==================== cs_accumulator
Fig. 1: cs_accumulator, signal wires on met4
Supply wires on this layer in gray.
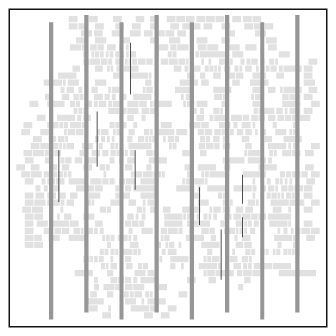

<file path="src/rtl/cs_accumulator.sv">
// Resolves carry-save (sum, carry) beats, sign-extends, and accumulates one result per job.
// Optional CS_ACCUMULATOR_SATURATE_EN clamps the accumulator on signed overflow instead of wrapping.
module cs_accumulator #(
  parameter int IN_SIZE  = 26,
  parameter int ACC_SIZE = 32,
  parameter int LEN_SIZE = 8
) (
  input  logic                clk_i,
  input  logic                rst_i,
  input  logic                start_i,
  input  logic [LEN_SIZE-1:0] len_i,
  output logic                busy_o,
  input  logic                in_valid_i,
  output logic                in_ready_o,
  input  logic [IN_SIZE-1:0]  in_sum_i,
  input  logic [IN_SIZE-1:0]  in_carry_i,
  output logic                out_valid_o,
  input  logic                out_ready_i,
  output logic [ACC_SIZE-1:0] out_data_o,
  output logic                out_ovf_o
);

  typedef enum logic [1:0] {
    S_IDLE = 2'd0,
    S_ACC  = 2'd1,
    S_OUT  = 2'd2
  } state_e;

  localparam logic [ACC_SIZE-1:0] ACC_MAX = {1'b0, {(ACC_SIZE-1){1'b1}}};
  localparam logic [ACC_SIZE-1:0] ACC_MIN = {1'b1, {(ACC_SIZE-1){1'b0}}};

  state_e              state_q, state_d;
  logic [ACC_SIZE-1:0] acc_q, acc_d;
  logic [LEN_SIZE-1:0] cnt_q, cnt_d;
  logic [LEN_SIZE-1:0] len_q, len_d;
  logic                ovf_q, ovf_d;

  logic [IN_SIZE-1:0]  resolved;
  logic [ACC_SIZE-1:0] beat_val;
  logic [ACC_SIZE-1:0] sum_val;
  logic [ACC_SIZE-1:0] acc_beat;
  logic                beat_ovf;
  logic                beat_fire;
  logic                last_beat;

  // Carry out of the IN_SIZE-bit add is dropped; the resolved word is two's complement.
  always_comb begin
    resolved  = in_sum_i + in_carry_i;
    beat_val  = ACC_SIZE'($signed(resolved));
    sum_val   = acc_q + beat_val;
    beat_ovf  = (acc_q[ACC_SIZE-1] == beat_val[ACC_SIZE-1]) &&
                (sum_val[ACC_SIZE-1] != acc_q[ACC_SIZE-1]);
`ifdef CS_ACCUMULATOR_SATURATE_EN
    if (beat_ovf) begin
      acc_beat = acc_q[ACC_SIZE-1] ? ACC_MIN : ACC_MAX;
    end else begin
      acc_beat = sum_val;
    end
`else
    acc_beat  = sum_val;
`endif
    beat_fire = (state_q == S_ACC) && in_valid_i;
    last_beat = (cnt_q == (len_q - LEN_SIZE'(1)));
  end

  always_comb begin
    state_d = state_q;
    acc_d   = acc_q;
    cnt_d   = cnt_q;
    len_d   = len_q;
    ovf_d   = ovf_q;
    unique case (state_q)
      S_IDLE: begin
        if (start_i) begin
          len_d = len_i;
          acc_d = '0;
          cnt_d = '0;
          ovf_d = 1'b0;
          state_d = (len_i == '0) ? S_OUT : S_ACC;
        end
      end
      S_ACC: begin
        if (beat_fire) begin
          acc_d = acc_beat;
          cnt_d = cnt_q + LEN_SIZE'(1);
          ovf_d = ovf_q | beat_ovf;
          if (last_beat) begin
            state_d = S_OUT;
          end
        end
      end
      S_OUT: begin
        if (out_ready_i) begin
          state_d = S_IDLE;
        end
      end
      default: state_d = S_IDLE;
    endcase
  end

  always_ff @(posedge clk_i) begin
    if (rst_i) begin
      state_q <= S_IDLE;
      acc_q   <= '0;
      cnt_q   <= '0;
      len_q   <= '0;
      ovf_q   <= 1'b0;
    end else begin
      state_q <= state_d;
      acc_q   <= acc_d;
      cnt_q   <= cnt_d;
      len_q   <= len_d;
      ovf_q   <= ovf_d;
    end
  end

  // All outputs decode directly from registers.
  assign busy_o      = (state_q != S_IDLE);
  assign in_ready_o  = (state_q == S_ACC);
  assign out_valid_o = (state_q == S_OUT);
  assign out_data_o  = acc_q;
  assign out_ovf_o   = ovf_q;

endmodule

</file>
<file path="config.mk">
export PLATFORM = sky130hd
export DESIGN_NAME = cs_accumulator
export DESIGN_NICKNAME = d
export VERILOG_FILES = /design/src/rtl/cs_accumulator.sv
export SDC_FILE = /design/constraint.sdc
export NUM_CORES = 1
export LEC_CHECK = 0
export CAP_MARGIN = 20
export CORE_MARGIN = 2
export CORE_UTILIZATION = 35
export DETAILED_ROUTE_END_ITERATION = 10
export PLACE_DENSITY = 0.57
export SYNTH_ARGS = -nofsm -noshare
export SYNTH_HDL_FRONTEND = slang
export SYNTH_SLANG_ARGS = --single-unit
</file>
<file path="constraint.sdc">
create_clock -name clk_i -period 6.25 [get_ports clk_i]
set_input_delay 1.25 -clock clk_i [delete_from_list [all_inputs] [get_ports clk_i]]
set_output_delay 1.25 -clock clk_i [all_outputs]
set_load 0.02 [all_outputs]
</file>
==================== golden_nonce_queue
## config.mk

```make
export PLATFORM = sky130hd
export DESIGN_NAME = golden_nonce_queue
export DESIGN_NICKNAME = d
export VERILOG_FILES = /design/src/rtl/miner_pkg.sv /design/src/rtl/nonce_fifo.sv /design/src/rtl/golden_nonce_queue.sv
export SDC_FILE = /design/constraint.sdc
export NUM_CORES = 1
export LEC_CHECK = 0
export ABC_AREA = 1
export CAP_MARGIN = 15
export CELL_PAD_IN_SITES_DETAIL_PLACEMENT = 1
export CELL_PAD_IN_SITES_GLOBAL_PLACEMENT = 2
export CORE_MARGIN = 4
export CORE_UTILIZATION = 43
export CTS_CLUSTER_SIZE = 28
export DETAILED_ROUTE_END_ITERATION = 8
export PLACE_DENSITY_LB_ADDON = 0.12
export SETUP_SLACK_MARGIN = 0.4
export SYNTH_ARGS = -nofsm -noshare
export SYNTH_HDL_FRONTEND = slang
export SYNTH_SLANG_ARGS = --single-unit
```

## constraint.sdc

```tcl
create_clock -name hash_clk -period 11 [get_ports hash_clk]
set_clock_uncertainty 0.2 [all_clocks]
set_input_delay 2.2 -clock hash_clk [delete_from_list [all_inputs] [get_ports hash_clk]]
set_output_delay 2.2 -clock hash_clk [all_outputs]
set_load 0.05 [all_outputs]
```

## src/rtl/miner_pkg.sv

```systemverilog
`default_nettype none
// ============================================================================
// Module      : miner_pkg
// Description : Shared types for the miner result path: nonce width and the
//               {golden, nonce} queue entry.
// Revision    : 1.0 - initial release
// ============================================================================
package miner_pkg;

  localparam int NONCE_W = 32;

  // One captured result: the golden nonce and the nonce counter snapshot.
  typedef struct packed {
    logic [NONCE_W-1:0] golden;
    logic [NONCE_W-1:0] nonce;
  } entry_t;

  localparam int ENTRY_W = $bits(entry_t);

endpackage : miner_pkg
`default_nettype wire

```

## src/rtl/nonce_fifo.sv

```systemverilog
`default_nettype none
// ============================================================================
// Module      : nonce_fifo
// Description : Generic synchronous FIFO, 2^DEPTH_LOG2 entries, head data read
//               combinationally. Pointers carry one extra wrap bit so full and
//               empty are distinguishable; storage itself is never reset.
// Revision    : 1.0 - initial release
// ============================================================================
module nonce_fifo #(
  parameter int WIDTH      = 64,
  parameter int DEPTH_LOG2 = 3
) (
  input  logic                  clk,
  input  logic                  rst,
  input  logic                  i_push,
  input  logic [WIDTH-1:0]      i_push_data,
  input  logic                  i_pop,
  output logic                  o_full,
  output logic                  o_empty,
  output logic [DEPTH_LOG2:0]   o_level,
  output logic [WIDTH-1:0]      o_head
);

  localparam int                c_DEPTH = 1 << DEPTH_LOG2;
  localparam logic [DEPTH_LOG2:0] c_PTR_ONE = 1;

  logic [WIDTH-1:0]    r_mem [0:c_DEPTH-1];
  logic [DEPTH_LOG2:0] r_wr_ptr;
  logic [DEPTH_LOG2:0] r_rd_ptr;
  logic                w_pop_ok;
  logic                w_push_ok;

  // Full when the wrap bits differ but the index bits match.
  assign o_empty   = (r_wr_ptr == r_rd_ptr);
  assign o_full    = (r_wr_ptr[DEPTH_LOG2] != r_rd_ptr[DEPTH_LOG2]) &&
                     (r_wr_ptr[DEPTH_LOG2-1:0] == r_rd_ptr[DEPTH_LOG2-1:0]);
  assign o_level   = r_wr_ptr - r_rd_ptr;
  assign o_head    = r_mem[r_rd_ptr[DEPTH_LOG2-1:0]];
  // A pop frees the slot the same cycle, so a push into a full FIFO is fine then.
  assign w_pop_ok  = i_pop && !o_empty;
  assign w_push_ok = i_push && (!o_full || w_pop_ok);

  // Pointer advance on accepted push/pop.
  always_ff @(posedge clk or posedge rst) begin
    if (rst) begin
      r_wr_ptr <= '0;
      r_rd_ptr <= '0;
    end else begin
      if (w_push_ok) r_wr_ptr <= r_wr_ptr + c_PTR_ONE;
      if (w_pop_ok)  r_rd_ptr <= r_rd_ptr + c_PTR_ONE;
    end
  end

  // Storage write; contents are left unreset on purpose.
  always_ff @(posedge clk) begin
    if (w_push_ok) r_mem[r_wr_ptr[DEPTH_LOG2-1:0]] <= i_push_data;
  end

endmodule : nonce_fifo
`default_nettype wire

```

## src/rtl/golden_nonce_queue.sv

```systemverilog
`default_nettype none
// ============================================================================
// Module      : golden_nonce_queue
// Description : Detects new golden nonces from the miner, queues them with a
//               nonce snapshot, and presents them over a valid/ready stream.
//               Keeps wrapping found and saturating drop counters so a stalled
//               consumer never stalls hashing.
// Revision    : 1.0 - initial release
// ============================================================================
module golden_nonce_queue
  import miner_pkg::*;
#(
  parameter int DEPTH_LOG2 = 3,
  parameter int FOUND_W    = 16,
  parameter int DROP_W     = 8
) (
  input  logic                 hash_clk,
  input  logic                 reset,
  input  logic [NONCE_W-1:0]   golden_nonce,
  input  logic [NONCE_W-1:0]   nonce,
  output logic                 out_valid,
  input  logic                 out_ready,
  output logic [NONCE_W-1:0]   out_golden,
  output logic [NONCE_W-1:0]   out_nonce,
  output logic [DEPTH_LOG2:0]  level,
  output logic [FOUND_W-1:0]   found_count,
  output logic [DROP_W-1:0]    drop_count
);

  localparam logic [FOUND_W-1:0] c_FOUND_ONE = 1;
  localparam logic [DROP_W-1:0]  c_DROP_ONE  = 1;

  logic [NONCE_W-1:0] r_prev_golden;
  logic [FOUND_W-1:0] r_found_count;
  logic [DROP_W-1:0]  r_drop_count;
  logic               w_event;
  logic               w_pop;
  logic               w_push;
  logic               w_full;
  logic               w_empty;
  entry_t             w_new_entry;
  entry_t             w_head;

  // A nonzero value that differs from last cycle is one event; a return to
  // zero re-arms detection of the same value.
  assign w_event     = (golden_nonce != '0) && (golden_nonce != r_prev_golden);
  assign w_pop       = out_valid && out_ready;
  assign w_push      = w_event && (!w_full || w_pop);
  assign w_new_entry = '{golden: golden_nonce, nonce: nonce};

  assign out_valid   = !w_empty;
  assign out_golden  = w_head.golden;
  assign out_nonce   = w_head.nonce;
  assign found_count = r_found_count;
  assign drop_count  = r_drop_count;

  // Edge-detector history plus found/drop statistics.
  always_ff @(posedge hash_clk or posedge reset) begin
    if (reset) begin
      r_prev_golden <= '0;
      r_found_count <= '0;
      r_drop_count  <= '0;
    end else begin
      r_prev_golden <= golden_nonce;
      if (w_event) r_found_count <= r_found_count + c_FOUND_ONE;
      if (w_event && !w_push && (r_drop_count != '1))
        r_drop_count <= r_drop_count + c_DROP_ONE;
    end
  end

  nonce_fifo #(
    .WIDTH      (ENTRY_W),
    .DEPTH_LOG2 (DEPTH_LOG2)
  ) u_fifo (
    .clk         (hash_clk),
    .rst         (reset),
    .i_push      (w_push),
    .i_push_data (w_new_entry),
    .i_pop       (w_pop),
    .o_full      (w_full),
    .o_empty     (w_empty),
    .o_level     (level),
    .o_head      (w_head)
  );

endmodule : golden_nonce_queue
`default_nettype wire

```

Fig. 2: cs_accumulator, met2 routing
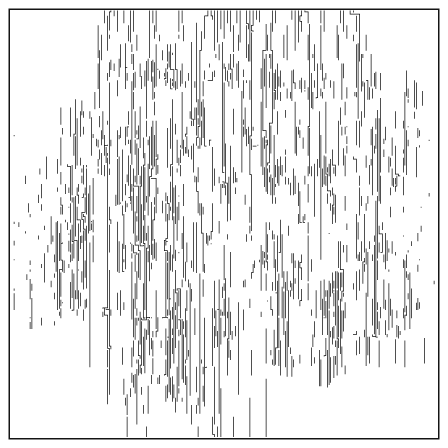
main direction = vertical
share of all routed wire = 49%
nets with wire on the layer = 709

Notes on Fig. 1 above:
share of all routed wire = 1.0%
wire length on this layer = 127 um

==> impl_metrics.tcl, cs_accumulator <==
# implementation run metrics
set metrics [dict create \
    outcome "completed" \
    cts_sinks 51 \
    core_area_um2 13700 \
    vias 4785 \
    viasPerCell 5.34 \
    layout_top_cell "clkdlybuf4s50_1" \
    insertedDiodeCount 0 \
    grt_pass1_wl_um 20900 \
    clock_area_share_pct 2.50 \
    holdCritStartpoint "out_data_o[27]" \
    yosys-top-cells-count "a21oi_1 (59), nand2_1 (59), ha_1 (58), nor2_1 (55), dfxtp_1 (51)" \
    clkbuf_count 6 \
    seq_area_um2 1020 \
    cts_root_buf "clkbuf_16" \
    ant_nets 0 \
    largest_area_cell "dfxtp_1" \
    setup_viol 0 \
    reg2reg_slack_ns 3.03 \
]
==> cs_accumulator: layer usage <==
metal / vias to the layer above / track usage, % / part of all wire [%]
li1: 2451 / - / -
met1: 2208 / 21.0 / 46
met2: 109 / 31.5 / 49
met3: 17 / 2.76 / 4.4
met4: 0 / 2.51 / 1.0
met5: - / 0 / 0
==> cs_accumulator: power breakdown <==
part           switching [uW]  internal (uW)
registers                24.0            347
clock network             128            160
logic                     351            291
==> cs_accumulator: worst reg2reg max path, stage by stage (launching register included) <==
cell and delay, ns:
dfxtp_1 0.36, ha_1 0.22, inv_1 0.07, fa_1 0.40, nor2b_1 0.17, o211ai_1 0.09, a21boi_0 0.29, o31ai_1 0.15
o21ai_1 0.42, a311oi_1 0.27, o311ai_1 0.41, xnor2_1 0.17, o21ai_1 0.08
==> cs_accumulator: cells by family (layout without fill, tap and decap cells) <==
group                      after synthesis  after routing  share of synthesized area [%]
AOI/OAI and AO/OA                      199            199                           27.5
and+or+nand+nor                        196            196                           19.1
xor gates and xnor gates                65             65                           11.7
adders and majority gates               60             60                           15.7
DFF                                     51             51                           21.0
buffers and inverters                   46            141                           4.09
muxes                                    4              4                          0.849
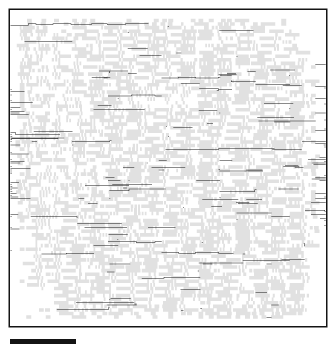
Fig. 3. Met3 routing (golden_nonce_queue).
The bar under the picture is 50 um long.
wire length on this layer = 2,400 um
share of all routed wire = 4.0%
main direction = horizontal
grt met3 use: 3.26%
Post-Route WL: 59,900 um

==> impl_metrics.tcl, golden_nonce_queue <==
# implementation run metrics
set metrics [dict create \
    clock_area_share_pct 7.62 \
    largest_area_cell "edfxtp_1" \
    placed_cell_area_um2 25500 \
    path_buffers 3 \
    critPathLaunchType "flip-flop" \
    finalSetupTns_ns 0 \
    enable_flop_cells 512 \
    yosys_warnings 0 \
    die_x_um 241 \
    worst_slew_pin_slew_ns 1.15 \
    post_cts_resized 0 \
    outcome "completed" \
    p_total_uw 9060 \
    routedWlPerCell_um 21.1 \
    worst_path_dominant_cell_family "buffers and inverters" \
    boundaryPins 160 \
    yosysCellCount 1959 \
    synth-seq-cells 576 \
    cp_slowest_stage_delay_ns 0.98 \
    postSynthAreaPerCell_um2 11.9 \
    clkbuf_count 73 \
    viasPerCell 5.37 \
    setup_viol 0 \
    holdCritStartpoint "found_count[0]" \
    dr.max_layer_used "met4" \
    xor_area_share_pct 1.09 \
    cts_tree "done" \
]
-- golden_nonce_queue: worst max path at each step --
stage / start / end / cells after the start
6_report: u_fifo.r_rd_ptr[0] / out_nonce[23] / 7
5_1_grt: u_fifo.r_rd_ptr[0] / out_nonce[23] / 7
3_3_place_gp: u_fifo.r_rd_ptr[0] / out_nonce[19] / 7
2_1_floorplan: golden_nonce[24] / u_fifo.r_mem[0][0] / 12
4_1_cts: u_fifo.r_rd_ptr[0] / out_nonce[3] / 7
3_5_place_dp: u_fifo.r_rd_ptr[0] / out_nonce[3] / 7
-- golden_nonce_queue: cell usage in the layout (no fill, tap or decap), drive strengths merged, types with 8 or more instances in the layout --
master / count
clkdlybuf4s50: 159
o21ai: 265
nor2: 504
bufinv: 11
clkinv: 23
nand3: 24
dfrtp: 64
edfxtp: 512
inv: 100
a31oi: 64
nand2: 189
nor3: 8
buf: 18
o22ai: 64
nand4: 16
clkbuf: 73
xnor2: 13
xor2: 15
-- golden_nonce_queue: power by group --
group	switching, uW	total (uW)	leakage, uW	internal (uW)
clock network	849	2140	0.00102	1290
logic	2730	3730	0.00330	1000
registers	172	3200	0.00547	3030

==================== mn_cmd_encoder
Fig. 4: mn_cmd_encoder, met3 routing
The bar under the picture is 20 um long.
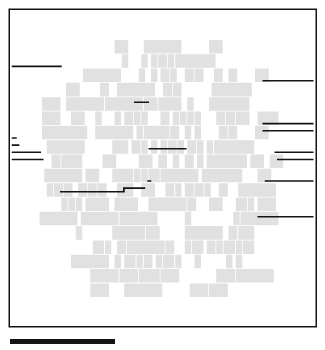

$ cat src/rtl/mn_cmd_encoder.sv
// Purpose : serialise a parallel word into per-cycle {M,N} commands for an M/N flip-flop.
// Latency : accept at edge k; bit i's command registered at edge k+1+i; done at edge k+WIDTH+1.
// Backpressure: in_ready low while a word is being sent; next word can be taken in the done cycle.
//
// Ports:
//   clk       clock, all state updates on posedge
//   CLRn      synchronous active-low reset (shared with the downstream M/N flop)
//   in_valid  word available on in_data
//   in_data   word to transmit (WIDTH bits)
//   in_ready  word accepted at an edge where in_valid && in_ready
//   M, N      registered command bits: 00 toggle, 01 set, 10 clear, 11 hold
//   busy      high while a word is being serialised
//   done      one-cycle pulse after the last command of a word
//   nflips    number of non-hold commands of the last word (held between words)
//   q_model   predicted downstream q after the last issued command
module mn_cmd_encoder #(
  parameter int unsigned WIDTH      = 8,
  parameter bit          USE_TOGGLE = 1'b1,
  parameter bit          MSB_FIRST  = 1'b1
) (
  input  logic                       clk,
  input  logic                       CLRn,
  input  logic                       in_valid,
  input  logic [WIDTH-1:0]           in_data,
  output logic                       in_ready,
  output logic                       M,
  output logic                       N,
  output logic                       busy,
  output logic                       done,
  output logic [$clog2(WIDTH+1)-1:0] nflips,
  output logic                       q_model
);

  localparam int unsigned CW = $clog2(WIDTH + 1);
  localparam logic [CW-1:0] LAST = CW'(WIDTH);

  typedef enum logic {IDLE, SEND} state_t;

  state_t         state, state_nxt;
  logic [WIDTH-1:0] sh, sh_nxt;
  logic [CW-1:0]  cnt, cnt_nxt;
  logic [CW-1:0]  flips, flips_nxt;
  logic [CW-1:0]  nflips_nxt;
  logic [1:0]     mn_nxt;
  logic           q_nxt;
  logic           done_nxt;
  logic           bit_cur;

  always_ff @(posedge clk) begin
    if (!CLRn) begin
      state   <= IDLE;
      sh      <= '0;
      cnt     <= '0;
      flips   <= '0;
      M       <= 1'b1;
      N       <= 1'b1;
      q_model <= 1'b0;
      done    <= 1'b0;
      nflips  <= '0;
    end else begin
      state   <= state_nxt;
      sh      <= sh_nxt;
      cnt     <= cnt_nxt;
      flips   <= flips_nxt;
      M       <= mn_nxt[1];
      N       <= mn_nxt[0];
      q_model <= q_nxt;
      done    <= done_nxt;
      nflips  <= nflips_nxt;
    end
  end

  always_comb begin
    state_nxt  = state;
    sh_nxt     = sh;
    cnt_nxt    = cnt;
    flips_nxt  = flips;
    nflips_nxt = nflips;
    mn_nxt     = 2'b11;
    q_nxt      = q_model;
    done_nxt   = 1'b0;
    // in_ready must drop while reset is held, even though state is already IDLE.
    in_ready   = CLRn && (state == IDLE);
    busy       = (state == SEND);
    // The next bit to send always sits at the outgoing end of the shift register.
    bit_cur    = MSB_FIRST ? sh[WIDTH-1] : sh[0];

    case (state)
      IDLE: begin
        if (in_valid && in_ready) begin
          sh_nxt    = in_data;
          cnt_nxt   = '0;
          flips_nxt = '0;
          state_nxt = SEND;
        end
      end
      SEND: begin
        if (cnt < LAST) begin
          if (bit_cur != q_model) begin
            // set is 01 and clear is 10, i.e. {~b, b}
            mn_nxt    = USE_TOGGLE ? 2'b00 : {~bit_cur, bit_cur};
            flips_nxt = flips + 1'b1;
          end
          q_nxt   = bit_cur;
          sh_nxt  = MSB_FIRST ? {sh[WIDTH-2:0], 1'b0} : {1'b0, sh[WIDTH-1:1]};
          cnt_nxt = cnt + 1'b1;
        end else begin
          done_nxt   = 1'b1;
          nflips_nxt = flips;
          state_nxt  = IDLE;
        end
      end
      default: state_nxt = IDLE;
    endcase
  end

endmodule

$ cat config.mk
export PLATFORM = sky130hd
export DESIGN_NAME = mn_cmd_encoder
export DESIGN_NICKNAME = d
export VERILOG_FILES = /design/src/rtl/mn_cmd_encoder.sv
export SDC_FILE = /design/constraint.sdc
export NUM_CORES = 1
export LEC_CHECK = 0
export ABC_AREA = 1
export CORE_AREA = 5 5 53 55
export DETAILED_ROUTE_END_ITERATION = 7
export DIE_AREA = 0 0 58 60
export GPL_TIMING_DRIVEN = 0
export PLACE_DENSITY = 0.74
export SLEW_MARGIN = 10
export SYNTH_ARGS = -nofsm -noshare
export SYNTH_HDL_FRONTEND = slang
export SYNTH_SLANG_ARGS = --single-unit
$ cat constraint.sdc
create_clock -name clk -period 1.3 [get_ports clk]
set_input_delay 0.26 -clock clk [delete_from_list [all_inputs] [get_ports clk]]
set_output_delay 0.26 -clock clk [all_outputs]
set_load 0.1 [all_outputs]
==================== keypad_scanner
### src/rtl/keypad_scanner.sv
// -----------------------------------------------------------------------------
// keypad_scanner
//
// Scans a 3-column x 4-row telephone keypad. One column is driven low at a
// time, the row returns are synchronised and sampled at the end of each
// column dwell, and every full frame (columns 0,1,2) is classified as no key,
// exactly one key, or several keys. A debounce FSM turns stable frames into a
// one-cycle key_valid strobe with a 4-bit key_code.
//
// Optional feature: define KEYPAD_REPEAT_EN to enable auto-repeat of
// key_valid while a key stays held (REPEAT_DELAY frames to the first repeat,
// then every REPEAT_RATE frames). Without the macro no repeat logic is built.
//
// Parameters
//   SCAN_DIV       clk cycles per column dwell (>= 4)
//   DEBOUNCE_SCANS identical frames needed to accept a press / release (>= 1)
//   REPEAT_DELAY   frames from acceptance to the first repeat (>= 1)
//   REPEAT_RATE    frames between later repeats (>= 1)
//
// Ports
//   clk        system clock
//   rst        asynchronous active-high reset
//   col_n[2:0] column drives, active-low, exactly one low
//   row_n[3:0] row returns, active-low, asynchronous to clk
//   key_code   code of the last accepted key (held until the next press)
//   key_valid  one-cycle strobe per accepted press (and per repeat)
//   key_down   high while the accepted key is held (debounced)
//   multi_key  high if the latest frame saw more than one key
// -----------------------------------------------------------------------------
module keypad_scanner #(
    parameter int SCAN_DIV       = 50000,
    parameter int DEBOUNCE_SCANS = 20,
    parameter int REPEAT_DELAY   = 500,
    parameter int REPEAT_RATE    = 100
) (
    input  logic       clk,
    input  logic       rst,
    output logic [2:0] col_n,
    input  logic [3:0] row_n,
    output logic [3:0] key_code,
    output logic       key_valid,
    output logic       key_down,
    output logic       multi_key
);

    localparam int DIV_W = $clog2(SCAN_DIV);
    localparam int CNT_W = $clog2(DEBOUNCE_SCANS + 1);
    localparam logic [DIV_W-1:0] DIV_LAST = DIV_W'(SCAN_DIV - 1);
    localparam logic [CNT_W-1:0] CNT_MAX  = CNT_W'(DEBOUNCE_SCANS);
    localparam logic [CNT_W-1:0] CNT_ONE  = CNT_W'(1);

    localparam logic [1:0] ST_IDLE     = 2'd0;
    localparam logic [1:0] ST_DEBOUNCE = 2'd1;
    localparam logic [1:0] ST_PRESSED  = 2'd2;
    localparam logic [1:0] ST_RELEASE  = 2'd3;

    // Out-of-range parameters leave this marker block in the elaborated tree.
    if (SCAN_DIV < 4 || DEBOUNCE_SCANS < 1 || REPEAT_DELAY < 1 || REPEAT_RATE < 1) begin : g_bad_params
    end

    // Number of keys set in a frame (only the 12 real key positions count).
    function automatic logic [3:0] count_keys(input logic [15:0] k);
        logic [3:0] n;
        n = '0;
        for (int i = 0; i < 12; i++) begin
            n = n + {3'b000, k[i]};
        end
        return n;
    endfunction

    // Position (row*3 + col) of the lowest set key.
    function automatic logic [3:0] first_key(input logic [15:0] k);
        logic [3:0] idx;
        idx = '0;
        for (int i = 11; i >= 0; i--) begin
            if (k[i]) idx = 4'(i);
        end
        return idx;
    endfunction

    // Key position to telephone key code; bottom row is '*', '0', '#'.
    function automatic logic [3:0] code_of(input logic [3:0] idx);
        logic [3:0] c;
        case (idx)
            4'd9:    c = 4'hE;
            4'd10:   c = 4'h0;
            4'd11:   c = 4'hF;
            default: c = idx + 4'd1;
        endcase
        return c;
    endfunction

    // Debounce counter increment, saturating at DEBOUNCE_SCANS.
    function automatic logic [CNT_W-1:0] sat_inc(input logic [CNT_W-1:0] c);
        return (c == CNT_MAX) ? c : c + CNT_ONE;
    endfunction

    logic [3:0]       row_p0;
    logic [3:0]       row_p1;
    logic [DIV_W-1:0] div;
    logic [1:0]       col;
    logic [3:0]       hit_c0;
    logic [3:0]       hit_c1;
    logic [1:0]       state;
    logic [3:0]       cand;
    logic [CNT_W-1:0] cnt;

    logic             sample_now;
    logic             frame_eval;
    logic [3:0]       hit_now;
    logic [15:0]      keys;
    logic [3:0]       n_keys;
    logic             single;
    logic [3:0]       key_idx;
    logic             cand_held;
    logic [CNT_W-1:0] cnt_inc;
    logic             rpt_fire;

    // ---- stage p0/p1: row synchroniser, divider and column sequencer ----
    always_ff @(posedge clk or posedge rst) begin
        if (rst) begin
            row_p0 <= 4'hF;
            row_p1 <= 4'hF;
            div    <= '0;
            col    <= 2'd0;
        end else begin
            row_p0 <= row_n;
            row_p1 <= row_p0;
            if (sample_now) begin
                div <= '0;
                col <= (col == 2'd2) ? 2'd0 : col + 2'd1;
            end else begin
                div <= div + DIV_W'(1);
            end
        end
    end

    always_comb begin
        case (col)
            2'd0:    col_n = 3'b110;
            2'd1:    col_n = 3'b101;
            default: col_n = 3'b011;
        endcase
    end

    // Column 0/1 samples are always rewritten before the next column-2
    // evaluation, so they need no reset.
    always_ff @(posedge clk) begin
        if (sample_now && col == 2'd0) hit_c0 <= ~row_p1;
        if (sample_now && col == 2'd1) hit_c1 <= ~row_p1;
    end

    // ---- frame classification (column-2 sample cycle) ----
    always_comb begin
        sample_now = (div == DIV_LAST);
        frame_eval = sample_now && (col == 2'd2);
        hit_now    = ~row_p1;
        keys       = '0;
        for (int r = 0; r < 4; r++) begin
            keys[r*3 + 0] = hit_c0[r];
            keys[r*3 + 1] = hit_c1[r];
            keys[r*3 + 2] = hit_now[r];
        end
        n_keys    = count_keys(keys);
        single    = (n_keys == 4'd1);
        key_idx   = first_key(keys);
        cand_held = keys[cand];
        cnt_inc   = sat_inc(cnt);
    end

    // ---- debounce FSM and outputs (registered, one cycle after evaluation) ----
    always_ff @(posedge clk or posedge rst) begin
        if (rst) begin
            state     <= ST_IDLE;
            cand      <= 4'd0;
            cnt       <= '0;
            key_code  <= 4'h0;
            key_valid <= 1'b0;
            key_down  <= 1'b0;
            multi_key <= 1'b0;
        end else begin
            key_valid <= 1'b0;
            if (frame_eval) begin
                multi_key <= (n_keys > 4'd1);
                case (state)
                    ST_IDLE: begin
                        if (single) begin
                            cand <= key_idx;
                            cnt  <= CNT_ONE;
                            if (DEBOUNCE_SCANS == 1) begin
                                state     <= ST_PRESSED;
                                key_code  <= code_of(key_idx);
                                key_valid <= 1'b1;
                                key_down  <= 1'b1;
                            end else begin
                                state <= ST_DEBOUNCE;
                            end
                        end
                    end
                    ST_DEBOUNCE: begin
                        if (single && key_idx == cand) begin
                            cnt <= cnt_inc;
                            if (cnt_inc == CNT_MAX) begin
                                state     <= ST_PRESSED;
                                key_code  <= code_of(cand);
                                key_valid <= 1'b1;
                                key_down  <= 1'b1;
                            end
                        end else begin
                            state <= ST_IDLE;
                        end
                    end
                    ST_PRESSED: begin
                        // Extra keys alongside the held one are ignored.
                        if (cand_held) begin
                            key_valid <= rpt_fire;
                        end else if (DEBOUNCE_SCANS == 1) begin
                            state    <= ST_IDLE;
                            key_down <= 1'b0;
                        end else begin
                            cnt   <= CNT_ONE;
                            state <= ST_RELEASE;
                        end
                    end
                    default: begin
                        if (cand_held) begin
                            state <= ST_PRESSED;
                        end else begin
                            cnt <= cnt_inc;
                            if (cnt_inc == CNT_MAX) begin
                                state    <= ST_IDLE;
                                key_down <= 1'b0;
                            end
                        end
                    end
                endcase
            end
        end
    end

`ifdef KEYPAD_REPEAT_EN
    localparam int RPT_MAX = (REPEAT_DELAY > REPEAT_RATE) ? REPEAT_DELAY : REPEAT_RATE;
    localparam int RPT_W   = $clog2(RPT_MAX + 1);

    logic [RPT_W-1:0] rpt_cnt;
    logic             rpt_first;
    logic [RPT_W-1:0] rpt_inc;
    logic [RPT_W-1:0] rpt_target;
    logic             rpt_hold;

    // Counts held frames toward the next repeat; the first target is the
    // initial delay, later targets are the repeat rate.
    always_comb begin
        rpt_hold   = frame_eval && (state == ST_PRESSED) && cand_held;
        rpt_inc    = rpt_cnt + RPT_W'(1);
        rpt_target = rpt_first ? RPT_W'(REPEAT_DELAY) : RPT_W'(REPEAT_RATE);
        rpt_fire   = rpt_hold && (rpt_inc == rpt_target);
    end

    always_ff @(posedge clk or posedge rst) begin
        if (rst) begin
            rpt_cnt   <= '0;
            rpt_first <= 1'b1;
        end else if (frame_eval) begin
            if (rpt_fire) begin
                rpt_cnt   <= '0;
                rpt_first <= 1'b0;
            end else if (rpt_hold) begin
                rpt_cnt <= rpt_inc;
            end else begin
                // Any frame outside a held PRESSED frame restarts the delay.
                rpt_cnt   <= '0;
                rpt_first <= 1'b1;
            end
        end
    end
`else
    assign rpt_fire = 1'b0;
`endif

endmodule

### config.mk
export PLATFORM = sky130hd
export DESIGN_NAME = keypad_scanner
export DESIGN_NICKNAME = d
export VERILOG_FILES = /design/src/rtl/keypad_scanner.sv
export SDC_FILE = /design/constraint.sdc
export NUM_CORES = 1
export LEC_CHECK = 0
export CAP_MARGIN = 20
export CORE_MARGIN = 8
export CORE_UTILIZATION = 56
export CTS_BUF_LIST = sky130_fd_sc_hd__clkbuf_4
export DETAILED_ROUTE_END_ITERATION = 10
export GPL_TIMING_DRIVEN = 0
export PLACE_DENSITY = 0.78
export SYNTH_ARGS = -nofsm -noshare
export SYNTH_HDL_FRONTEND = slang
export SYNTH_SLANG_ARGS = --single-unit
### constraint.sdc
create_clock -name clk -period 4.5 [get_ports clk]
set_input_delay 0.45 -clock clk [delete_from_list [all_inputs] [get_ports clk]]
set_output_delay 0.45 -clock clk [all_outputs]
set_load 0.1 [all_outputs]
==================== fetch_unit
--- src/rtl/fetch_unit.sv ---
// Instruction fetch stage: holds the PC, waits RD_CYCLES for instruction memory,
// then captures the word into a single-entry output register for decode.
module fetch_unit #(
    parameter logic [63:0] RESET_PC  = 64'h0,
    parameter int          RD_CYCLES = 2
) (
    input  logic        CLK,
    input  logic        Reset,
    output logic [63:0] ImemAddr,
    input  logic [31:0] ImemData,
    input  logic        Redirect,
    input  logic [63:0] RedirectPC,
    output logic        InstrValid,
    input  logic        InstrReady,
    output logic [31:0] Instr,
    output logic [63:0] InstrPC,
    output logic [31:0] FetchCount
);

    if (RD_CYCLES < 1 || RD_CYCLES > 15) begin : g_bad_rd_cycles
        $error("fetch_unit: RD_CYCLES must be in 1..15");
    end

    localparam logic [3:0]  CNT_LAST         = 4'(RD_CYCLES - 1);
    localparam logic [63:0] RESET_PC_ALIGNED = {RESET_PC[63:2], 2'b00};

    typedef enum logic {
        EMPTY = 1'b0,
        FULL  = 1'b1
    } buf_state_e;

    buf_state_e  state_q, state_d;
    logic [63:0] pc_q, pc_d;
    logic [3:0]  cnt_q, cnt_d;
    logic [31:0] instr_q, instr_d;
    logic [63:0] instr_pc_q, instr_pc_d;
    logic [31:0] fetch_count_q, fetch_count_d;

    logic rd_done;
    logic capture;
    logic unused_redirect_lsbs;

    assign unused_redirect_lsbs = ^RedirectPC[1:0];

    assign rd_done = (cnt_q == CNT_LAST);
    assign capture = rd_done && (state_q == EMPTY || InstrReady) && !Redirect;

    always_comb begin
        // NOTE: every _d gets its hold value first so no path leaves it unassigned (no latch).
        state_d       = state_q;
        pc_d          = pc_q;
        cnt_d         = cnt_q;
        instr_d       = instr_q;
        instr_pc_d    = instr_pc_q;
        fetch_count_d = fetch_count_q;

        if (Redirect) begin
            pc_d    = {RedirectPC[63:2], 2'b00};
            cnt_d   = 4'd0;
            state_d = EMPTY;
        end else if (capture) begin
            // ImemData is only looked at here, so garbage on other cycles is harmless.
            instr_d       = ImemData;
            instr_pc_d    = pc_q;
            state_d       = FULL;
            pc_d          = pc_q + 64'd4;
            cnt_d         = 4'd0;
            fetch_count_d = fetch_count_q + 32'd1;
        end else begin
            if (!rd_done) begin
                cnt_d = cnt_q + 4'd1;
            end
            if (state_q == FULL && InstrReady) begin
                state_d = EMPTY;
            end
        end
    end

    // NOTE: sequential state uses non-blocking assignment so all flops update together.
    always_ff @(posedge CLK or posedge Reset) begin
        if (Reset) begin
            state_q       <= EMPTY;
            pc_q          <= RESET_PC_ALIGNED;
            cnt_q         <= 4'd0;
            instr_q       <= 32'd0;
            instr_pc_q    <= 64'd0;
            fetch_count_q <= 32'd0;
        end else begin
            state_q       <= state_d;
            pc_q          <= pc_d;
            cnt_q         <= cnt_d;
            instr_q       <= instr_d;
            instr_pc_q    <= instr_pc_d;
            fetch_count_q <= fetch_count_d;
        end
    end

    assign ImemAddr   = pc_q;
    assign InstrValid = (state_q == FULL);
    assign Instr      = instr_q;
    assign InstrPC    = instr_pc_q;
    assign FetchCount = fetch_count_q;

endmodule

--- config.mk ---
export PLATFORM = sky130hd
export DESIGN_NAME = fetch_unit
export DESIGN_NICKNAME = d
export VERILOG_FILES = /design/src/rtl/fetch_unit.sv
export SDC_FILE = /design/constraint.sdc
export NUM_CORES = 1
export LEC_CHECK = 0
export ABC_AREA = 1
export CORE_MARGIN = 5
export CORE_UTILIZATION = 50
export DETAILED_ROUTE_END_ITERATION = 6
export GPL_TIMING_DRIVEN = 0
export PLACE_DENSITY = 0.83
export SYNTH_ARGS = -nofsm -noshare
export SYNTH_HDL_FRONTEND = slang
export SYNTH_SLANG_ARGS = --single-unit
--- constraint.sdc ---
create_clock -name CLK -period 10.6 [get_ports CLK]
set_input_delay 1.59 -clock CLK [delete_from_list [all_inputs] [get_ports CLK]]
set_output_delay 1.59 -clock CLK [all_outputs]
set_load 0.03 [all_outputs]
==================== frac_div_pipe
[config.mk]
export PLATFORM = sky130hd
export DESIGN_NAME = frac_div_pipe
export DESIGN_NICKNAME = d
export VERILOG_FILES = /design/src/rtl/div_pkg.sv /design/src/rtl/div_restore_step.sv /design/src/rtl/frac_div_pipe.sv
export SDC_FILE = /design/constraint.sdc
export NUM_CORES = 1
export LEC_CHECK = 0
export CAP_MARGIN = 40
export CORE_ASPECT_RATIO = 0.6
export CORE_MARGIN = 10
export CORE_UTILIZATION = 50
export CTS_BUF_LIST = sky130_fd_sc_hd__clkbuf_16
export CTS_CLUSTER_SIZE = 25
export DETAILED_ROUTE_END_ITERATION = 6
export GPL_ROUTABILITY_DRIVEN = 1
export PLACE_DENSITY_LB_ADDON = 0.15
export SLEW_MARGIN = 0
export SYNTH_ARGS = -nofsm -noshare
export SYNTH_HDL_FRONTEND = slang
export SYNTH_HIERARCHICAL = 1
export SYNTH_SLANG_ARGS = --single-unit
[constraint.sdc]
create_clock -name clk -period 2.4 [get_ports clk]
set_input_delay 0.48 -clock clk [delete_from_list [all_inputs] [get_ports clk]]
set_output_delay 0.48 -clock clk [all_outputs]
set_load 0.01 [all_outputs]
[src/rtl/div_pkg.sv]
// Shared types and helpers for the fractional restoring divider.
package div_pkg;

    typedef enum logic [1:0] {
        IDLE,
        RUN,
        DONE
    } state_t;

    localparam int DEF_WIDTH = 16;
    localparam int DEF_FRAC  = 16;
    localparam int DEF_ITERS = DEF_WIDTH + DEF_FRAC;

    // One quotient bit per dividend bit: the shifted-out numerator plus the fraction zeros.
    function automatic int iter_count(input int width, input int frac);
        return width + frac;
    endfunction

    // Two's-complement bit pattern of the saturation bound for a qw-bit result.
    // The min-negative pattern equals the largest legal negative magnitude, so one
    // value serves both as compare limit and as saturated result.
    function automatic logic [63:0] sat_limit(input int qw, input logic neg);
        logic [63:0] one;
        logic [63:0] top;
        one = 64'd1;
        top = one << (qw - 1);
        return neg ? top : top - 64'd1;
    endfunction

endpackage

[src/rtl/div_restore_step.sv]
// Single combinational restoring-division step: shift in one dividend bit, trial subtract.
module div_restore_step #(
    parameter int WIDTH = 16
) (
    input  logic [WIDTH-1:0] rem,
    input  logic [WIDTH-1:0] divisor,
    input  logic             bit_in,
    output logic [WIDTH-1:0] rem_next,
    output logic             q_bit
);

    logic [WIDTH:0] shifted;
    logic [WIDTH:0] diff;
    logic           unused_diff_msb;

    always_comb begin
        shifted  = {rem, bit_in};
        diff     = shifted - {1'b0, divisor};
        q_bit    = (shifted >= {1'b0, divisor});
        rem_next = q_bit ? diff[WIDTH-1:0] : shifted[WIDTH-1:0];
    end

    // After a successful subtract the result is below the divisor, so the MSB is always zero.
    assign unused_diff_msb = diff[WIDTH];

endmodule

[src/rtl/frac_div_pipe.sv]
// Fixed-point divider floor(num * 2^FRAC / den), radix-2 restoring, one bit per cycle,
// with ready/valid handshakes, tag passthrough, divide-by-zero and overflow reporting.
module frac_div_pipe
    import div_pkg::*;
#(
    parameter int WIDTH  = 16,
    parameter int FRAC   = 16,
    parameter int QW     = 16,
    parameter int SIGNED = 0,
    parameter int TAG_W  = 4
) (
    input  logic             clk,
    input  logic             rst,
    input  logic             in_valid,
    output logic             in_ready,
    input  logic [WIDTH-1:0] numerator,
    input  logic [WIDTH-1:0] denominator,
    input  logic [TAG_W-1:0] in_tag,
    output logic             out_valid,
    input  logic             out_ready,
    output logic [QW-1:0]    quotient,
    output logic [WIDTH-1:0] remainder,
    output logic [TAG_W-1:0] out_tag,
    output logic             dbz,
    output logic             ovf
);

    localparam int N  = iter_count(WIDTH, FRAC);
    localparam int CW = $clog2(N + 1);
    localparam int XW = (N > QW) ? N : QW;
    localparam logic [63:0] LIM_POS = sat_limit(QW, 1'b0);
    localparam logic [63:0] LIM_NEG = sat_limit(QW, 1'b1);

    state_t state, state_nxt;

    logic [CW-1:0]    cnt;
    logic [N-1:0]     acc;       // dividend bits shift out the top, quotient bits shift in the bottom
    logic [WIDTH-1:0] rem;
    logic [WIDTH-1:0] den_mag;
    logic [WIDTH-1:0] num_raw;
    logic             res_neg;
    logic             num_neg;
    logic             dbz_pend;
    logic [TAG_W-1:0] tag_q;

    logic             accept;
    logic             last;
    logic [WIDTH-1:0] rem_nxt;
    logic             q_bit;

    // Operand decode: abs taken one bit wider so the most negative value has a magnitude.
    logic             num_sgn, den_sgn;
    logic [WIDTH:0]   num_x, den_x, num_abs, den_abs;
    logic             abs_unused;

    always_comb begin
        num_sgn = (SIGNED != 0) && numerator[WIDTH-1];
        den_sgn = (SIGNED != 0) && denominator[WIDTH-1];
        num_x   = {num_sgn, numerator};
        den_x   = {den_sgn, denominator};
        num_abs = num_sgn ? -num_x : num_x;
        den_abs = den_sgn ? -den_x : den_x;
    end

    assign abs_unused = num_abs[WIDTH] ^ den_abs[WIDTH];

    assign accept    = in_valid && (state == IDLE);
    assign last      = (state == RUN) && (cnt == CW'(1));
    assign in_ready  = (state == IDLE);
    assign out_valid = (state == DONE);

    div_restore_step #(.WIDTH(WIDTH)) u_step (
        .rem     (rem),
        .divisor (den_mag),
        .bit_in  (acc[N-1]),
        .rem_next(rem_nxt),
        .q_bit   (q_bit)
    );

    // Result formatting: overflow detect, sign restore and saturation.
    logic [N-1:0]     qmag;
    logic [XW-1:0]    qext;
    logic             upper;
    logic [QW-1:0]    low;
    logic [QW-1:0]    lim;
    logic             ovf_c;
    logic [QW-1:0]    q_c;
    logic [WIDTH-1:0] rem_c;
    logic [QW-1:0]    q_dbz;

    always_comb begin
        qmag  = {acc[N-2:0], q_bit};
        qext  = XW'(qmag);
        upper = (qext >> QW) != '0;
        low   = qext[QW-1:0];
        lim   = res_neg ? LIM_NEG[QW-1:0] : LIM_POS[QW-1:0];
        if (SIGNED != 0) begin
            ovf_c = upper || (low > lim);
            q_c   = ovf_c ? lim : (res_neg ? -low : low);
            rem_c = num_neg ? -rem_nxt : rem_nxt;
            if (num_raw == '0)
                q_dbz = '0;
            else
                q_dbz = num_neg ? LIM_NEG[QW-1:0] : LIM_POS[QW-1:0];
        end else begin
            ovf_c = upper;
            q_c   = ovf_c ? '1 : low;
            rem_c = rem_nxt;
            q_dbz = '1;
        end
    end

    always_ff @(posedge clk) begin
        if (rst) state <= IDLE;
        else     state <= state_nxt;
    end

    always_comb begin
        state_nxt = state;
        case (state)
            IDLE:    if (in_valid)  state_nxt = RUN;
            RUN:     if (last)      state_nxt = DONE;
            DONE:    if (out_ready) state_nxt = IDLE;
            default: state_nxt = IDLE;
        endcase
    end

    always_ff @(posedge clk) begin
        if (rst) begin
            cnt       <= '0;
            acc       <= '0;
            rem       <= '0;
            den_mag   <= '0;
            num_raw   <= '0;
            res_neg   <= 1'b0;
            num_neg   <= 1'b0;
            dbz_pend  <= 1'b0;
            tag_q     <= '0;
            quotient  <= '0;
            remainder <= '0;
            out_tag   <= '0;
            dbz       <= 1'b0;
            ovf       <= 1'b0;
        end else if (accept) begin
            // A zero divisor takes one dummy RUN cycle so dbz completes one edge after accept.
            cnt      <= (denominator == '0) ? CW'(1) : CW'(N);
            acc      <= N'(num_abs[WIDTH-1:0]) << FRAC;
            rem      <= '0;
            den_mag  <= den_abs[WIDTH-1:0];
            num_raw  <= numerator;
            res_neg  <= num_sgn ^ den_sgn;
            num_neg  <= num_sgn;
            dbz_pend <= (denominator == '0);
            tag_q    <= in_tag;
        end else if (state == RUN) begin
            cnt <= cnt - CW'(1);
            acc <= qmag;
            rem <= rem_nxt;
            if (last) begin
                quotient  <= dbz_pend ? q_dbz : q_c;
                remainder <= dbz_pend ? num_raw : rem_c;
                ovf       <= !dbz_pend && ovf_c;
                dbz       <= dbz_pend;
                out_tag   <= tag_q;
            end
        end
    end

endmodule
Fig. 5: fetch_unit, met2 routing
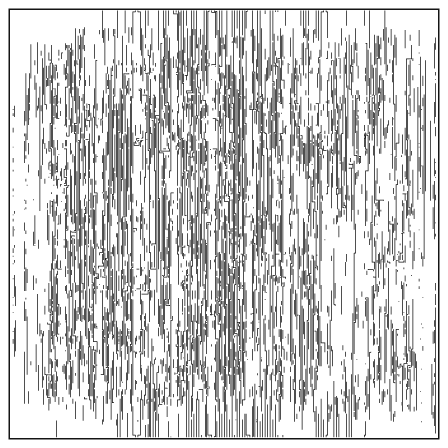
longest straight run = 84.7 um
share of all routed wire = 46%
main direction = vertical
via count: 11,100
Post-Route WL: 40,100 um
met2 Use GR: 53.3%

==> impl_metrics.tcl, fetch_unit <==
# implementation run metrics
set metrics [dict create \
    crit_slowest_cell "clkdlybuf4s50_1" \
    compound_area_share_pct 6.74 \
    grt_usage_pct 33.1 \
    ys_sh_simple_pct 36.2 \
    endpoint_kind "output port" \
    postSynthAreaPerCell_um2 7.38 \
    place_hpwl_um 30900 \
    grt_pass1_vias 10800 \
    comb_power_share_pct 47.9 \
    cap_viol_max_count 0 \
    drc_errors 0 \
    clkPwrFrac_pct 18.8 \
    fmax_mhz 300 \
    yosys-top-cells-count "nand2_1 (508), dfrtp_1 (193), nor2_1 (184), inv_1 (127), nand3_1 (89)" \
    grt_antenna_before_repair 1 \
    dp_cells 1982 \
    cp_slowest_stage_delay_ns 0.78 \
    htree_levels 4 \
    synthTopCellsByArea "dfrtp_1 (46%), nand2_1 (18%), nor2_1 (6.6%), inv_1 (4.6%), nand3_1 (4.3%)" \
    postSynth.asyncResetShare_pct 100 \
    place_ws_ns 7.00 \
    sw_frac_of_total_pct 45.8 \
    finalNonFillerCells 2015 \
    ys_sh_adder_pct 0.478 \
    path_cells "clkdlybuf4s50_1" \
    boundaryPins 293 \
    outcome "completed" \
    fp_util_pct 50.3 \
    r2r_start "cnt_q[1]" \
    viasPerCell 5.51 \
    ys_types 49 \
    rsz0062_at_grt "false" \
    drive_gt1_share_pct 6.90 \
    gr-total-overflow 0 \
    yosys_area_um2 10500 \
    worst_slew_pin_slew_ns 0.811 \
    path_class "reg2out" \
    power.switching_uw 1690 \
    finalCritPeriodShare_pct 31.5 \
    lay_top_cells "nand2_1 (508), clkdlybuf4s50_1 (285), dfrtp_1 (193)" \
    mux_share_pct 0 \
]
fetch_unit: final cells by class:
class	count	area (um2)
buffer	48	243
sequential	193	4830
tap	275	344
inverter	136	522
multi-input combinational	1044	4890
fill	1834	6490
timing repair buffer	286	2880
clock buffer	17	425
clock inverter	15	195
antenna	1	2.50
fetch_unit: flip-flops by register name, summed over array words and instances (netlist names):
signal and count:
InstrPC 62, Instr 32, FetchCount 32, InstrValid 1
cnt_q 4, ImemAddr 62
fetch_unit: metal layers:
| layer | part of all wire [%] | wire, um | vias up | global-route usage (%) |
|---|---|---|---|---|
| met1 | 40 | 16000 | 5245 | 43.9 |
| met2 | 46 | 18600 | 647 | 53.3 |
| li1 | - | - | 5105 | - |
| met5 | 0 | 0 | - | 0 |
| met4 | 4.4 | 1750 | 0 | 13.4 |
| met3 | 9.5 | 3790 | 113 | 6.97 |
fetch_unit: through the flow:
step | util (%) | instance area, um2 | hold WS, ns
floorplan | - | 10500 | 0.525
finish | 68.8 | 14300 | 0.468
detailed placement | 65.9 | 13700 | 0.458
global route | 68.8 | 14300 | 0.496
global placement | 65.7 | 13700 | 0.453
CTS | 68.8 | 14300 | 0.471
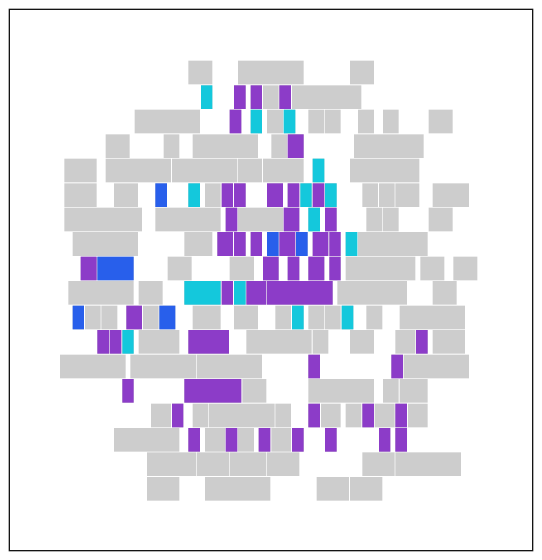
Fig. 6. Selected gate families (mn_cmd_encoder).
cyan -> inverters  # cells 14, most used inv_1
blue -> NOR gates  # cells 6, most used nor2_1
purple -> NAND gates  # cells 47, most used nand2_1

About Fig. 4:
longest straight run = 12.0 um
share of all routed wire = 5.0%
main direction = horizontal
wire length on this layer = 110 um
nets with wire on the layer = 14

==> impl_metrics.tcl, mn_cmd_encoder <==
# implementation run metrics
set metrics [dict create \
    lay_top_cells "nand2_1 (33), dfxtp_1 (17), inv_1 (13), o21ai_0 (13), a21oi_1 (12)" \
    ys_types 25 \
    clockBufferDepth 2 \
    failed_checks "setup timing" \
    cts-buffers-inserted 3 \
    synth_seq_share_pct 44.3 \
    wl_um 2200 \
    holdCritStartpoint "CLRn" \
    vias 969 \
    outcome "finished, violations left" \
    synth_top_cell_by_count "nand2_1" \
    routedWlPerCell_um 11.5 \
    hold_slack_ns 0.211 \
    setup_viol 3 \
    fin_ws_ns -0.0563 \
    fin_util_pct 59.1 \
    ir_drop_v 0.000759 \
    synth-seq-cells 24 \
    finalSetupTns_ns -0.0953 \
    grt_max_degree 17 \
    synthTopCellsByArea "dfxtp_1 (44%), nand2_1 (11%), o21ai_0 (6.0%), a21oi_1 (5.5%), nand3_1 (4.6%)" \
    crit_fanout 7 \
    cp_slowest_stage_delay_ns 0.37 \
    ys_sh_simple_pct 23.3 \
    areaGrowthSynthToFinish_pct 27.7 \
    mux_share_pct 0 \
    dr.pass1.iters 4 \
    layout_top_cell "nand2_1" \
    powerDensity_nw_per_um2 1080 \
    gr-total-overflow 0 \
    cp_num_cells 3 \
    p_total_uw 1500 \
    drt-initial-drc-count 38 \
    place_ws_ns -0.798 \
    largest_area_cell "dfxtp_1" \
    yosysCellCount 136 \
    ys_sh_adder_pct 2.31 \
    cts_root_buf "clkbuf_4" \
    cts.clk_slew.worst_paths_ns 0.13 \
    viasPerCell 5.07 \
]
[mn_cmd_encoder: tightest hold or removal path: stages]
cell	delay (ns)
buf_6	0.12
o21ai_0	0.07
a31oi_1	0.04
[mn_cmd_encoder: flip-flops by register name (all words and copies together), names as in the netlist]
name,cells
M,1
cnt,4
flips,4
sh,8
nflips,4
busy,1
q_model,1
done,1
[mn_cmd_encoder: power breakdown]
part / total [uW] / switching [uW] / internal (uW)
sequential: 798 / 24.6 / 773
clock: 389 / 218 / 171
combinational: 312 / 189 / 123
[mn_cmd_encoder: area by class of cell]
class | count | area, um2
Multi-Input combinational cell | 92 | 494
Fill cell | 219 | 957
Inverter | 14 | 60.1
Clock buffer | 4 | 36.3
Tap cell | 30 | 37.5
Sequential cell | 24 | 492
Timing Repair Buffer | 22 | 204
Buffer | 5 | 61.3
[mn_cmd_encoder: per-layer routing]
metal  track usage [%]  up-vias  wire [um]
met5                 0        -          0
met4              7.95        0         38
met3              2.81        4        109
met2              22.7       17       1060
met1              16.1      441        991
li1                  -      507          -
[mn_cmd_encoder: repair_timing]
item	CTS	global route
resized	63	4
hold buffers	0	0
endpoints found under the setup margin	10	3
pin swaps	1	1
setup buffers	0	3
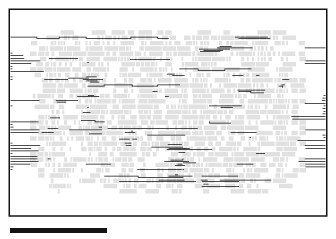
Fig. 7. Met3 routing (frac_div_pipe).
The bar under the picture is 50 um long.
longest straight run = 46.0 um
main direction = horizontal
nets with wire on the layer = 108
wire length on this layer = 1,340 um
Post-Route WL: 18,300 um
via count: 5,827
grt met3 use: 5.24%

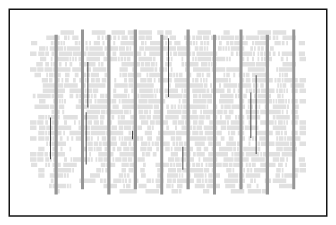
Fig. 8. Signal wires on met4 (frac_div_pipe).
Supply wires on this layer in gray.
longest straight run = 40.1 um
share of all routed wire = 0.98%
nets with wire on the layer = 7

==> impl_metrics.tcl, frac_div_pipe <==
# implementation run metrics
set metrics [dict create \
    use_met2_pct 29.6 \
    synth_area_um2 6080 \
    synth-seq-cells 131 \
    crit_end "remainder[1]" \
    fin_ws_ns -0.121 \
    ys_types 61 \
    endpoint_kind "flip-flop" \
    seq_area_um2 2630 \
    postSynthAreaPerCell_um2 8.05 \
    dr.pass1.iters 5 \
    outcome "finished, violations left" \
    drt-initial-drc-count 431 \
    path_buffers 4 \
    gr-total-overflow 0 \
    comb_power_share_pct 42.3 \
    layout_top_cell "nand2_1" \
    path_class "reg2reg" \
    logic_area_um2 3400 \
    enable_flop_cells 0 \
    cp_slowest_stage_delay_ns 0.33 \
    ys.flop_type "dfxtp_1" \
    cts.clk_slew.worst_paths_ns 0.06 \
    htree_levels 4 \
    yosys_warnings 6 \
    failed_checks "setup timing" \
    powerDensity_nw_per_um2 1050 \
    setup_viol 18 \
]
frac_div_pipe: area by class of cell:
class	instances	area share, %
inverters	27	1.33
repair inverters	1	0.105
clock buffers	17	5.09
well taps	165	2.47
clock inverters	15	1.90
repair buffers	156	16.9
multi-input cells	545	40.7
flip-flops and latches	131	31.5
frac_div_pipe: power groups by stage:
stage | combinational (uW) | clock [uW] | sequential, uW
4_1_cts | 3410 | 2620 | 2440
3_5_place_dp | 3020 | 0 | 2480
2_1_floorplan | 2060 | 0 | 2450
3_3_place_gp | 2980 | 0 | 2470
6_report | 3700 | 2600 | 2450
5_1_grt | 3940 | 2720 | 2460
frac_div_pipe: cells by family after synthesis:
group	share of synthesized area [%]
compound gates	16.5
xor+xnor	1.73
fa+ha+maj	4.03
buf+inv	6.09
flops	43.1
mux	5.84
simple gates	22.7
frac_div_pipe: through the flow:
stage	setup TNS, ns	worst slack, ns	instance area [um2]	total power [uW]	utilization, %
floorplan	-1.44	-0.129	6080	4520	-
global placement	-3.39	-0.195	7390	5450	61.7
detailed placement	-6.30	-0.332	7390	5490	61.7
CTS	-0.804	-0.0974	8190	8470	68.3
global route	-3.64	-0.267	8360	9120	69.7
finish	-0.939	-0.121	8360	8740	69.7
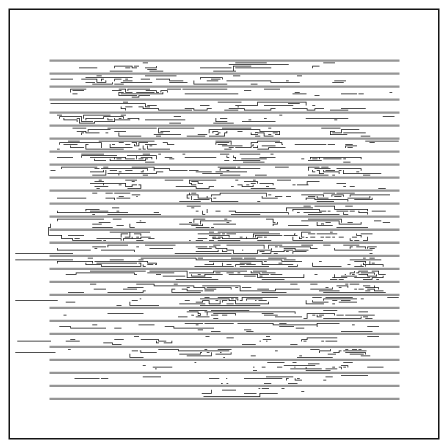
Fig. 9. Met1 routing (keypad_scanner).
Supply wires on this layer in gray.
share of all routed wire = 41%
wire length on this layer = 2,610 um

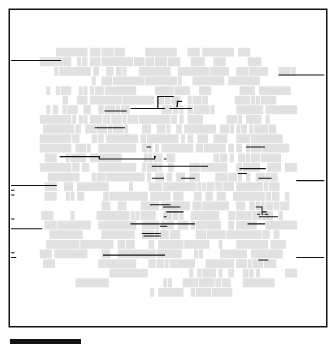
Fig. 10. Met3 routing (keypad_scanner).
The bar under the picture is 20 um long.
longest straight run = 17.9 um
share of all routed wire = 4.1%
nets with wire on the layer = 33
main direction = horizontal
Post-Route WL: 6290 um
via count: 2,319
grt met3 use: 3.13%

==> impl_metrics.tcl, keypad_scanner <==
# implementation run metrics
set metrics [dict create \
    outcome "finished, violations left" \
    failed_checks "setup timing" \
    grt_usage_pct 17.2 \
    design_area_um2 3600 \
    comb_area_share_pct 47.3 \
    powerClk_uw 224 \
    place_ws_ns -0.316 \
    enable_flop_cells 8 \
    inverters 28 \
    viasPerCell 5.86 \
    cap_viol_max_count 0 \
    power.group.top "sequential cells" \
    setup_viol 11 \
    crit_arrival_ns 4.94 \
    gr-total-overflow 0 \
    reg2reg_to "key_code[2]" \
    yosysCellCount 290 \
    cts-buffers-inserted 5 \
    seq_cells 52 \
    fin_ws_ns -0.152 \
    syn-instance-count 290 \
    path_cells "inv_4 > fa_1 > fa_1 > inv_1 > fa_1 > fa_1 > inv_1 > ha_2 > fa_2 > nor4_4 > o311a_4 > nand3_4 > nor2_4 > mux2_2" \
    dr.max_layer_used "met4" \
    fp_util_pct 58.4 \
    postSynthAreaPerCell_um2 10.4 \
    path_class "reg2reg" \
    top_regs "div: 16 flops, cnt: 5 flops" \
    use_met2_pct 30.2 \
    p_comb_uw 78.7 \
    htree_levels 2 \
    logic_area_um2 1710 \
    cts_sinks 52 \
    power.switching_uw 197 \
    powerDensity_nw_per_um2 219 \
    top_area_share_pct 29.8 \
    crit_slowest_cell "dfstp_2" \
]
## keypad_scanner: placed cells by master (no fill, tap or decap), types with 5 or more instances in the layout
cell,synthesis,routed
clkbuf_1,5,5
edfxtp_1,8,8
fa_1,7,6
a21oi_1,9,8
inv_1,28,26
dfstp_2,8,8
xnor2_1,7,7
clkdlybuf4s50_1,0,15
buf_4,0,9
dfrtp_1,36,36
nor2_1,29,28
clkbuf_4,0,7
nand3_1,12,11
xor2_1,8,8
o21ai_0,11,8
or2_2,6,6
nor3_1,7,6
ha_1,14,13
nand2_1,19,19
## keypad_scanner: cell families (layout without fill, tap and decap cells)
family / count (synthesis) / after routing / synth area share [%]
compound gates: 52 / 52 / 12.5
xor+xnor: 15 / 15 / 4.35
fa+ha+maj: 21 / 21 / 10.4
buf+inv: 35 / 71 / 4.39
flops: 52 / 52 / 44.7
mux: 9 / 9 / 4.52
simple gates: 106 / 106 / 19.1
## keypad_scanner: stage by stage
stage / std cells / power, uW / setup TNS, ns
6_report: 396 / 790 / -1.12
5_1_grt: 396 / 825 / -3.11
4_1_cts: 394 / 784 / -1.29
3_5_place_dp: 375 / 550 / -2.72
3_3_place_gp: 375 / 548 / -2.12
2_1_floorplan: 290 / 534 / -0.0279

## Gallery

Clock routing.
picture 1
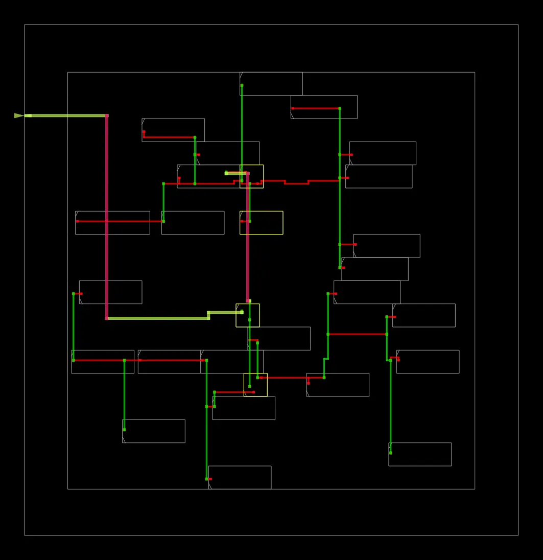
picture 2
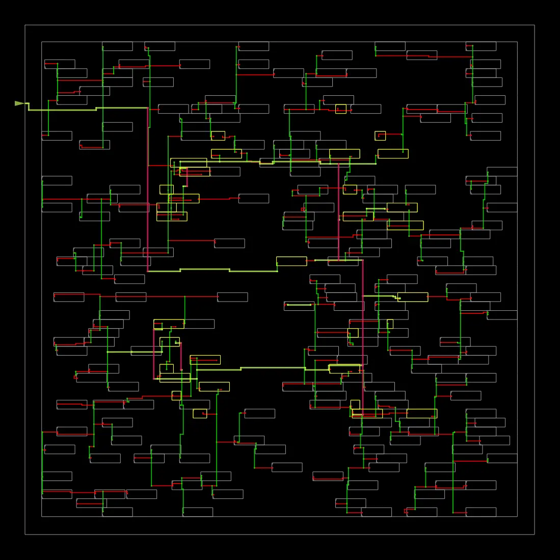
picture 3
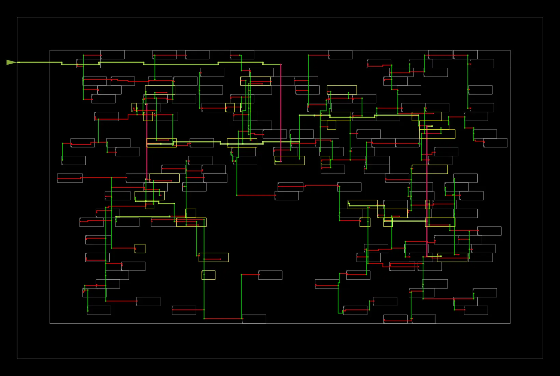
- picture 3 = frac_div_pipe
- picture 1 = mn_cmd_encoder
- picture 2 = fetch_unit
Of these, most sequential cells: picture 2



==> screenshots <==
Met1 routing.
Supply wires on this layer in gray.
Plate I
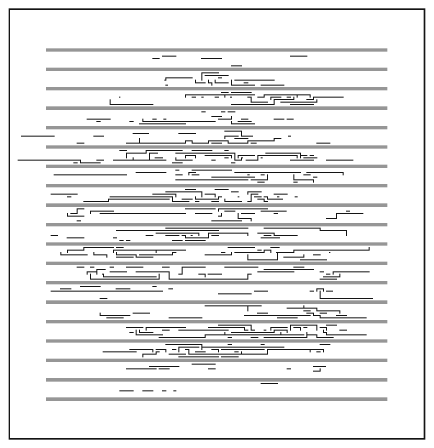
Plate II
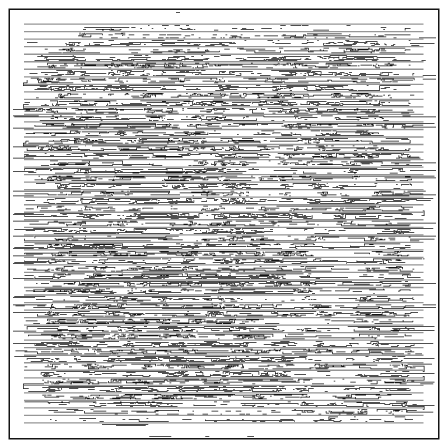
Plate III
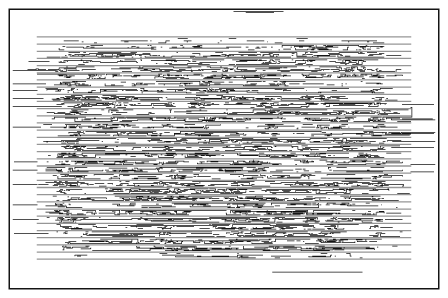
Plate IV
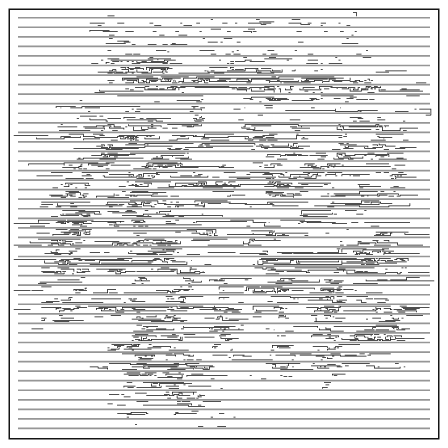
Plate V
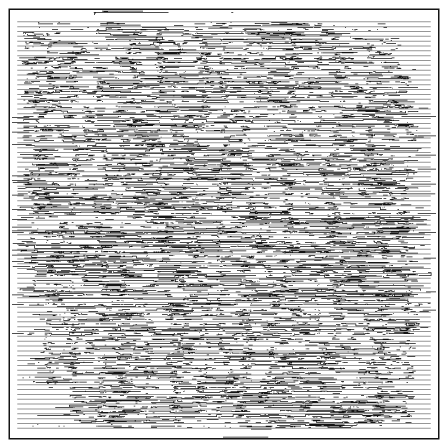
mn_cmd_encoder -> Plate I
fetch_unit -> Plate II
frac_div_pipe -> Plate III
cs_accumulator -> Plate IV
golden_nonce_queue -> Plate V


==> screenshots <==
Met2 routing.
image #1
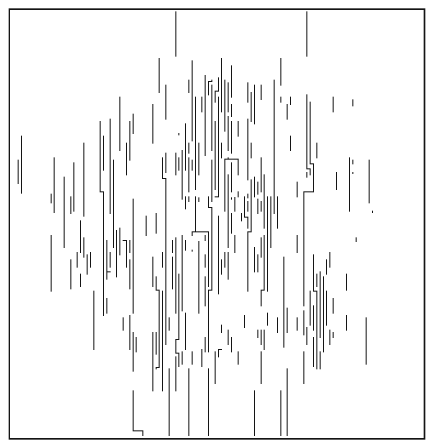
image #2
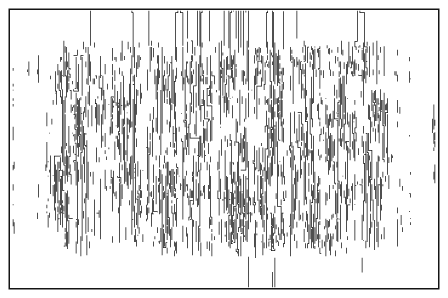
image #3
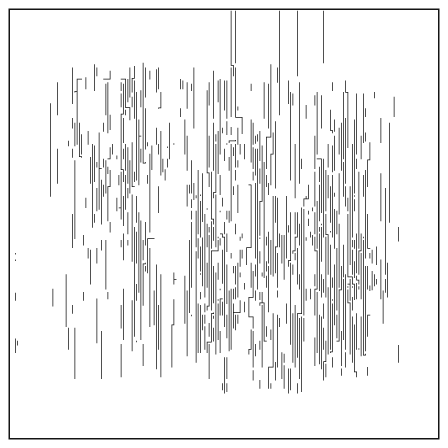
image #4
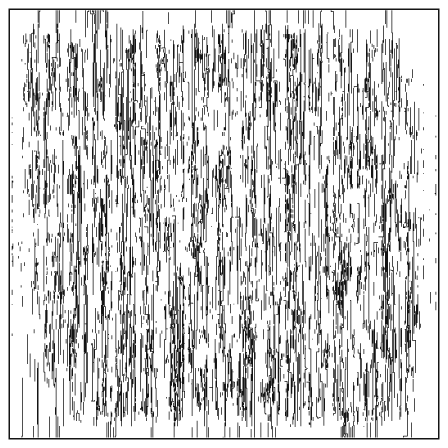
Image #1 comes from mn_cmd_encoder.
Image #3 comes from keypad_scanner.
Image #4 comes from golden_nonce_queue.
Image #2 comes from frac_div_pipe.

Key to image #1:
nets with wire on the layer = 143
share of all routed wire = 48%
longest straight run = 23.3 um
main direction = vertical

Power and IR drop assume default switching activity.
